######## design 1 ########
### Sequential cells colored by netlist name, design 1

Scale: 12 px per um. Other sequential cells in the stronger gray, the rest of the logic in the fainter gray.
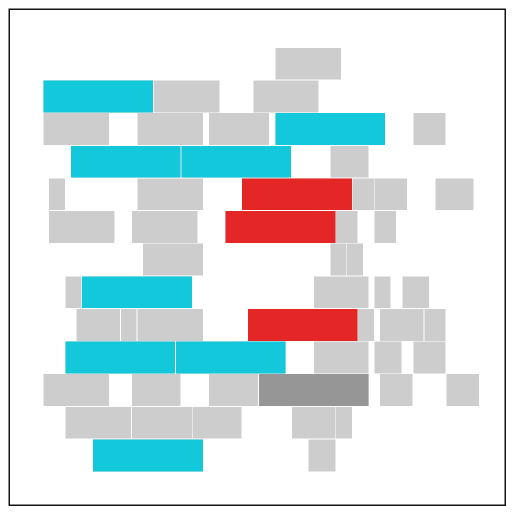

==> config.mk <==
export PLATFORM = sky130hd
export DESIGN_NAME = piso_serializer
export DESIGN_NICKNAME = d
export VERILOG_FILES = /design/src/rtl/piso_pkg.sv /design/src/rtl/piso_bit_counter.sv /design/src/rtl/piso_serializer.sv
export SDC_FILE = /design/constraint.sdc
export NUM_CORES = 1
export LEC_CHECK = 0
export CAP_MARGIN = 20
export CORE_MARGIN = 2
export CORE_UTILIZATION = 50
export CTS_BUF_LIST = sky130_fd_sc_hd__clkbuf_8
export CTS_CLUSTER_SIZE = 25
export DETAILED_ROUTE_END_ITERATION = 6
export DONT_BUFFER_PORTS = 1
export GPL_ROUTABILITY_DRIVEN = 0
export PLACE_DENSITY_LB_ADDON = 0.25
export SLEW_MARGIN = 20
export SYNTH_ARGS = -nofsm -noshare
export SYNTH_HDL_FRONTEND = slang
export SYNTH_SLANG_ARGS = --single-unit
==> constraint.sdc <==
create_clock -name clk -period 1.96 [get_ports clk]
set_input_delay 0.392 -clock clk [delete_from_list [all_inputs] [get_ports clk]]
set_output_delay 0.392 -clock clk [all_outputs]
set_load 0.05 [all_outputs]
==> src/rtl/piso_pkg.sv <==
// Shared types and sizing helpers for the parallel-in/serial-out serializer.
// Frame length accounts for the optional parity bit (PISO_SERIALIZER_PARITY_EN).
package piso_pkg;

  typedef enum logic {
    IDLE  = 1'b0,
    SHIFT = 1'b1
  } state_t;

  function automatic int frame_len(input int width, input bit parity_en);
    return parity_en ? width + 1 : width;
  endfunction

  function automatic int cnt_width(input int flen);
    int w;
    w = $clog2(flen);
    return (w < 1) ? 1 : w;
  endfunction

endpackage

==> src/rtl/piso_bit_counter.sv <==
// Loadable down-counter tracking the bits left in the current serial frame.
// zero flags the final bit; load takes priority over dec.
module piso_bit_counter #(
  parameter int CNT_W = 3
) (
  input  logic             clk,
  input  logic             rst,
  input  logic             load,
  input  logic [CNT_W-1:0] load_val,
  input  logic             dec,
  output logic             zero
);

  logic [CNT_W-1:0] cnt;

  always_ff @(posedge clk or posedge rst) begin
    if (rst) begin
      cnt <= '0;
    end else if (load) begin
      cnt <= load_val;
    end else if (dec) begin
      cnt <= cnt - CNT_W'(1);
    end
  end

  assign zero = (cnt == '0);

endmodule

==> src/rtl/piso_serializer.sv <==
// Parallel-in/serial-out launcher with valid/ready on both sides and back-to-back frames.
// Define PISO_SERIALIZER_PARITY_EN to append an even-parity bit after each data word.
module piso_serializer
  import piso_pkg::*;
#(
  parameter int WIDTH     = 8,
  parameter bit LSB_FIRST = 1'b1
) (
  input  logic             clk,
  input  logic             rst,
  input  logic             in_valid,
  output logic             in_ready,
  input  logic [WIDTH-1:0] in_data,
  input  logic             ser_ready,
  output logic             ser_valid,
  output logic             ser_data,
  output logic             ser_last,
  output logic             busy
);

`ifdef PISO_SERIALIZER_PARITY_EN
  localparam bit PAR_EN = 1'b1;
`else
  localparam bit PAR_EN = 1'b0;
`endif
  localparam int FLEN  = frame_len(WIDTH, PAR_EN);
  localparam int CNT_W = cnt_width(FLEN);

  state_t           state, state_nxt;
  logic [WIDTH-1:0] sr_p0;
  logic             cnt_zero;
  logic             load;
  logic             beat;
  logic             dec;
  logic             data_bit;
  logic             ser_bit;

  assign data_bit = LSB_FIRST ? sr_p0[0] : sr_p0[WIDTH-1];

`ifdef PISO_SERIALIZER_PARITY_EN
  logic par_p0;

  always_ff @(posedge clk or posedge rst) begin
    if (rst) begin
      par_p0 <= 1'b0;
    end else if (load) begin
      par_p0 <= ^in_data;
    end
  end

  // Count reaches zero only on the trailing parity slot.
  assign ser_bit = cnt_zero ? par_p0 : data_bit;
`else
  assign ser_bit = data_bit;
`endif

  always_ff @(posedge clk or posedge rst) begin
    if (rst) begin
      state <= IDLE;
    end else begin
      state <= state_nxt;
    end
  end

  always_comb begin
    state_nxt = state;
    in_ready  = 1'b0;
    ser_valid = 1'b0;
    ser_data  = 1'b0;
    ser_last  = 1'b0;
    busy      = 1'b0;
    case (state)
      IDLE: begin
        in_ready = 1'b1;
        if (in_valid) state_nxt = SHIFT;
      end
      SHIFT: begin
        ser_valid = 1'b1;
        busy      = 1'b1;
        ser_data  = ser_bit;
        ser_last  = cnt_zero;
        // Opening the input on the final beat lets the next word follow with no bubble.
        in_ready  = cnt_zero & ser_ready;
        if (cnt_zero && ser_ready && !in_valid) state_nxt = IDLE;
      end
      default: state_nxt = IDLE;
    endcase
  end

  assign load = in_valid & in_ready;
  assign beat = ser_valid & ser_ready;
  assign dec  = beat & ~cnt_zero;

  // Shift stage: load wins over shift so the last beat can hand over to a new word.
  always_ff @(posedge clk or posedge rst) begin
    if (rst) begin
      sr_p0 <= '0;
    end else if (load) begin
      sr_p0 <= in_data;
    end else if (beat) begin
      sr_p0 <= LSB_FIRST ? {1'b0, sr_p0[WIDTH-1:1]} : {sr_p0[WIDTH-2:0], 1'b0};
    end
  end

  piso_bit_counter #(
    .CNT_W(CNT_W)
  ) u_cnt (
    .clk     (clk),
    .rst     (rst),
    .load    (load),
    .load_val(CNT_W'(FLEN - 1)),
    .dec     (dec),
    .zero    (cnt_zero)
  );

endmodule

######## design 2 ########
===== src/rtl/mdu_iter.sv =====
// Iterative unsigned multiply (MUL/MULHU) and restoring divide (DIVU/REMU) unit.
// Latency: busy for WIDTH cycles after the accepting edge, then a one-cycle done pulse with y valid.
// Backpressure: start is ignored while busy; a start in the done cycle is accepted with no bubble.
module mdu_iter #(
  parameter int WIDTH = 32
) (
  input  logic             clk,
  input  logic             rst,
  input  logic             start,
  input  logic [1:0]       op,
  input  logic [WIDTH-1:0] a,
  input  logic [WIDTH-1:0] b,
  output logic             busy,
  output logic             done,
  output logic [WIDTH-1:0] y
);

  localparam int CW = (WIDTH > 2) ? $clog2(WIDTH) : 1;
  localparam logic [CW-1:0] LAST = CW'(WIDTH - 1);

  typedef enum logic [1:0] {
    S_IDLE = 2'd0,
    S_RUN  = 2'd1,
    S_DONE = 2'd2
  } state_t;

  state_t             r_state;
  state_t             w_state_nxt;
  logic [1:0]         r_op;
  logic [WIDTH-1:0]   r_b;
  logic [2*WIDTH-1:0] r_acc;    // MUL: {product_hi, multiplier/product_lo}; DIV: {rem, quo}
  logic [CW-1:0]      r_cnt;
  logic [WIDTH-1:0]   r_y;

  logic               w_accept;
  logic               w_last;
  logic [WIDTH:0]     w_sum;
  logic [WIDTH:0]     w_rem_sh;
  logic [WIDTH:0]     w_diff;
  logic [2*WIDTH-1:0] w_acc_nxt;
  logic [WIDTH-1:0]   w_res;

  // State register
  always_ff @(posedge clk) begin
    if (rst) r_state <= S_IDLE;
    else     r_state <= w_state_nxt;
  end

  // Next-state and handshake outputs
  always_comb begin
    w_state_nxt = r_state;
    busy        = 1'b0;
    done        = 1'b0;
    w_accept    = 1'b0;
    w_last      = 1'b0;
    case (r_state)
      S_IDLE: begin
        w_accept = start;
        if (start) w_state_nxt = S_RUN;
      end
      S_RUN: begin
        busy   = 1'b1;
        w_last = (r_cnt == LAST);
        if (w_last) w_state_nxt = S_DONE;
      end
      S_DONE: begin
        done     = 1'b1;
        w_accept = start;
        w_state_nxt = start ? S_RUN : S_IDLE;
      end
      default: w_state_nxt = S_IDLE;
    endcase
  end

  // One iteration of shift-add multiply or restoring divide, plus result select
  always_comb begin
    // Multiply: add b into the high half when the current multiplier LSB is set, then shift right
    // with the carry, so after WIDTH steps r_acc holds the full 2*WIDTH product.
    w_sum    = {1'b0, r_acc[2*WIDTH-1:WIDTH]} + (r_acc[0] ? {1'b0, r_b} : '0);
    // Divide: shift {rem, quo} left by one and trial-subtract b in WIDTH+1 bits.
    w_rem_sh = {r_acc[2*WIDTH-1:WIDTH], r_acc[WIDTH-1]};
    w_diff   = w_rem_sh - {1'b0, r_b};
    if (!r_op[1])
      w_acc_nxt = {w_sum, r_acc[WIDTH-1:1]};
    else if (!w_diff[WIDTH])
      w_acc_nxt = {w_diff[WIDTH-1:0], r_acc[WIDTH-2:0], 1'b1};
    else
      w_acc_nxt = {w_rem_sh[WIDTH-1:0], r_acc[WIDTH-2:0], 1'b0};
    // op[0] picks the high half: MULHU -> product high, REMU -> remainder.
    w_res = r_op[0] ? w_acc_nxt[2*WIDTH-1:WIDTH] : w_acc_nxt[WIDTH-1:0];
  end

  // Operand capture, iteration datapath and result register
  always_ff @(posedge clk) begin
    if (rst) begin
      r_op  <= '0;
      r_b   <= '0;
      r_acc <= '0;
      r_cnt <= '0;
      r_y   <= '0;
    end else if (w_accept) begin
      r_op  <= op;
      r_b   <= b;
      r_acc <= {{WIDTH{1'b0}}, a};
      r_cnt <= '0;
    end else if (r_state == S_RUN) begin
      r_acc <= w_acc_nxt;
      r_cnt <= r_cnt + 1'b1;
      if (w_last) r_y <= w_res;
    end
  end

  assign y = r_y;

endmodule

===== config.mk =====
export PLATFORM = sky130hd
export DESIGN_NAME = mdu_iter
export DESIGN_NICKNAME = d
export VERILOG_FILES = /design/src/rtl/mdu_iter.sv
export SDC_FILE = /design/constraint.sdc
export NUM_CORES = 1
export LEC_CHECK = 0
export ABC_AREA = 1
export ABC_CLOCK_PERIOD_IN_PS = 2400
export CORE_AREA = 4 4 222 224
export DETAILED_ROUTE_END_ITERATION = 10
export DIE_AREA = 0 0 226 228
export HOLD_SLACK_MARGIN = 0.1
export PLACE_DENSITY = 0.47
export SKIP_CTS_REPAIR_TIMING = 1
export SLEW_MARGIN = 20
export SYNTH_ARGS = -nofsm -noshare
export SYNTH_HDL_FRONTEND = slang
export SYNTH_SLANG_ARGS = --single-unit
export TNS_END_PERCENT = 1

===== constraint.sdc =====
create_clock -name clk -period 2.4 [get_ports clk]
set_input_delay 0.6 -clock clk [delete_from_list [all_inputs] [get_ports clk]]
set_output_delay 0.6 -clock clk [all_outputs]
set_load 0.1 [all_outputs]


==> notes/layouts.md <==
Pictures saved along the way, in no particular order.

Placed standard cells.
(a)
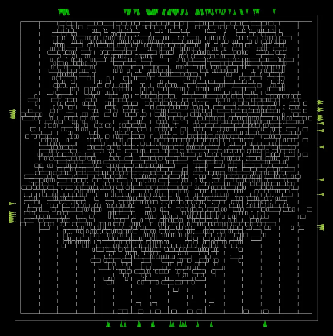
(b)
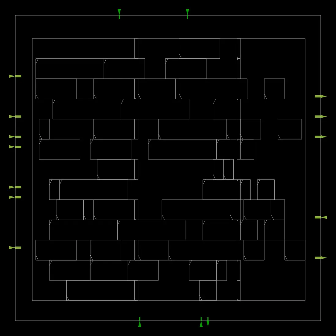
- design 1 = (b)
- design 2 = (a)
The one with the highest utilization is (b).
The one with the most cells is (a).

### Sequential cells colored by netlist name, design 2

Scale: 2 px per um. Other sequential cells in the stronger gray, the rest of the logic in the fainter gray.
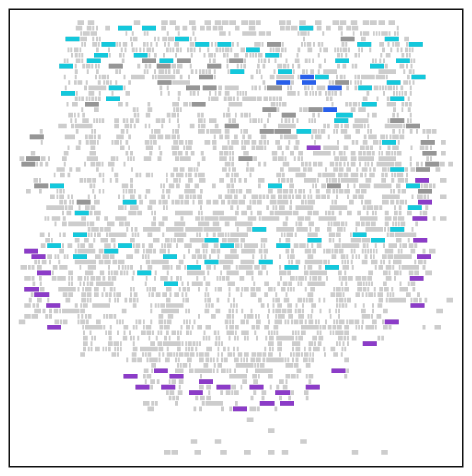
legend:
  blue:
    name_in_the_netlist: r_cnt
    placed_flops: 5
  purple:
    name_in_the_netlist: r_b
    placed_flops: 32
  cyan:
    name_in_the_netlist: r_acc
    placed_flops: 64
not colored: 36

==> impl_metrics.json, design 2 <==
{
  "post-route-util": 0.384,
  "cp_slowest_stage_delay_ps": 390,
  "layout_top_cell": "nand2_1",
  "ys_top_logic_family": "simple AND/OR/NAND/NOR gates",
  "die_y_um": 228,
  "setup_viol": 64,
  "lay_top_cells": "nand2_1, buf_4, inv_1",
  "cp_cell_sequence": "inv_2 -> ha_4 -> fa_2 -> inv_2 -> nand2_1 -> nand2_1 -> nand3_1 -> nand2_2 -> nand2_2 -> nand2_4 -> nand2_4 -> nand2_4 -> nand2_8 -> nand2_8 -> nand2_8 -> buf_12 -> nand2_1 -> nand2_1 -> a31oi_1",
  "worstRegToRegCells": 19,
  "n_all_inverters": 384,
  "mux_share": 0,
  "tap_cells": 615,
  "violations": "negative setup slack",
  "fin_ws_ps": -147,
  "comb_area_share": 0.472,
  "slew_violations": 0,
  "routed.top_layer": "met4",
  "status": "finished, violations left",
  "async_flop_share": 0,
  "seq_share": 0.152,
  "drtIter0Drc": 899,
  "sequentialPower_mw": 2.52,
  "top_cell": "nand2_1",
  "grt_max_degree": 104,
  "start_kind": "register",
  "power-top-group": "combinational cells",
  "final_cell_count_no_fill": 3036,
  "syn_inst": 1981,
  "power.density_nw_per_um2": 522,
  "num_rows": 80,
  "hold_class": "register to register",
  "crit_buf_inv": 3,
  "floorplan.nets": 2118,
  "ios": 103,
  "cp-startpoint": "r_acc[31]$_SDFFE_PP0P_",
  "fin_setup_tns_ps": -4620,
  "clock_skew_ps": 10.1,
  "ys_chip_area_um2": 11700,
  "ir_drop_v": 0.000376,
  "placed_cell_area_um2": 15900
}
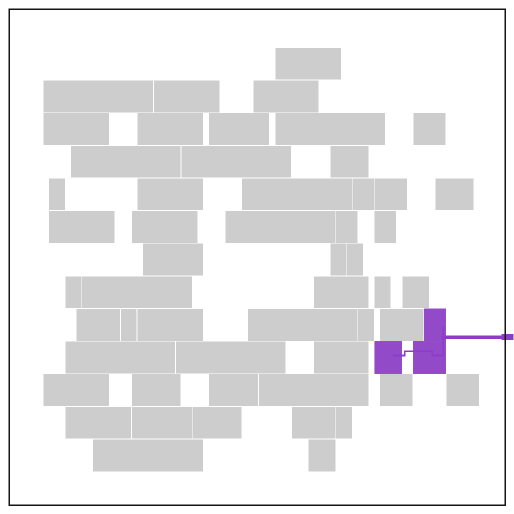
*I/O nets highlighted, design 1*
Scale: 12 px per um.
legend:
  purple:
    port: ser_ready
    bits: 1
    direction: input
    edge: right
    end_cells: 3
    buffers: 0
    wire: 12.0 um

## Picture notes: 'Sequential cells colored by netlist name' of design 1
legend:
  cyan:
    name_in_the_netlist: sr_p0
    placed_flops: 8
  red:
    name_in_the_netlist: u_cnt.cnt
    placed_flops: 3
not colored: 1

==> impl_metrics.json, design 1 <==
{
  "wl_met2_um": 472,
  "grt_use_met3": 0.0326,
  "final_cell_count_no_fill": 71,
  "logic_gates": 35,
  "insertion_delay_ps": 230,
  "status": "completed",
  "comb_area_um2": 348,
  "hold_viol": 0,
  "dpl_worst_slack_ps": 305,
  "slew_headroom": 0.679,
  "cts_buffers": 3,
  "pg_clk_mw": 0.211,
  "cts_setup_buffers": 0,
  "diodes": 0,
  "crit_fanout": 5,
  "comb_area_share": 0.471,
  "grt_max_degree": 13,
  "syn-mean-instance-area_um2": 12.8,
  "drt-met1-wl_um": 441,
  "ff_count": 12,
  "cp_slowest_stage_delay_ps": 380,
  "cts.path.max_buffers": 2,
  "worstReg2RegEnd": "sr_p0[5]$_DFFE_PP0P_",
  "cp-endpoint": "ser_last",
  "cap_violations": 0,
  "fin_ws_ps": 117,
  "wl_per_cell_um": 13.6,
  "syn_inst": 54,
  "synth_xor_xnor_area_share": 0,
  "tap_cells": 15,
  "power_mw": 1.16,
  "clkCellAreaFrac": 0.0559,
  "r2r_slack_ps": 380,
  "portBuffers": 0,
  "area_growth_pct": 6.69
}


==> screenshots <==
Metal layers overlaid.
image #1
Scale: 1.5 px per um. Only two layers are drawn.
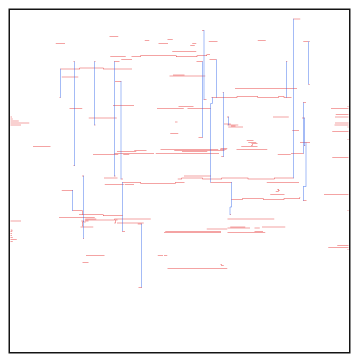
image #2
Scale: 10 px per um. Only two layers are drawn.
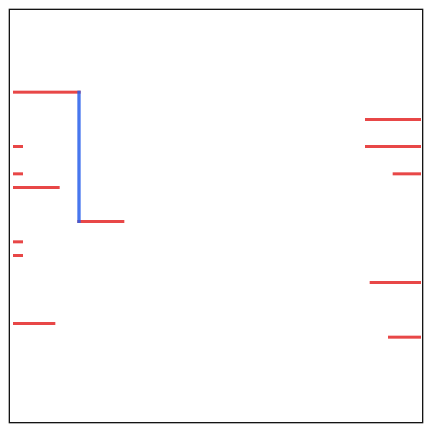
design 2: image #1
design 1: image #2
Of these, largest die: image #1
Of these, most wire: image #1

Key to image #1:
legend:
  red:
    layer: M3
    wire_length: 1600 um
  blue:
    layer: M4
    wire_length: 903 um

No activity file was given, so power comes from the tool's default toggle rates.
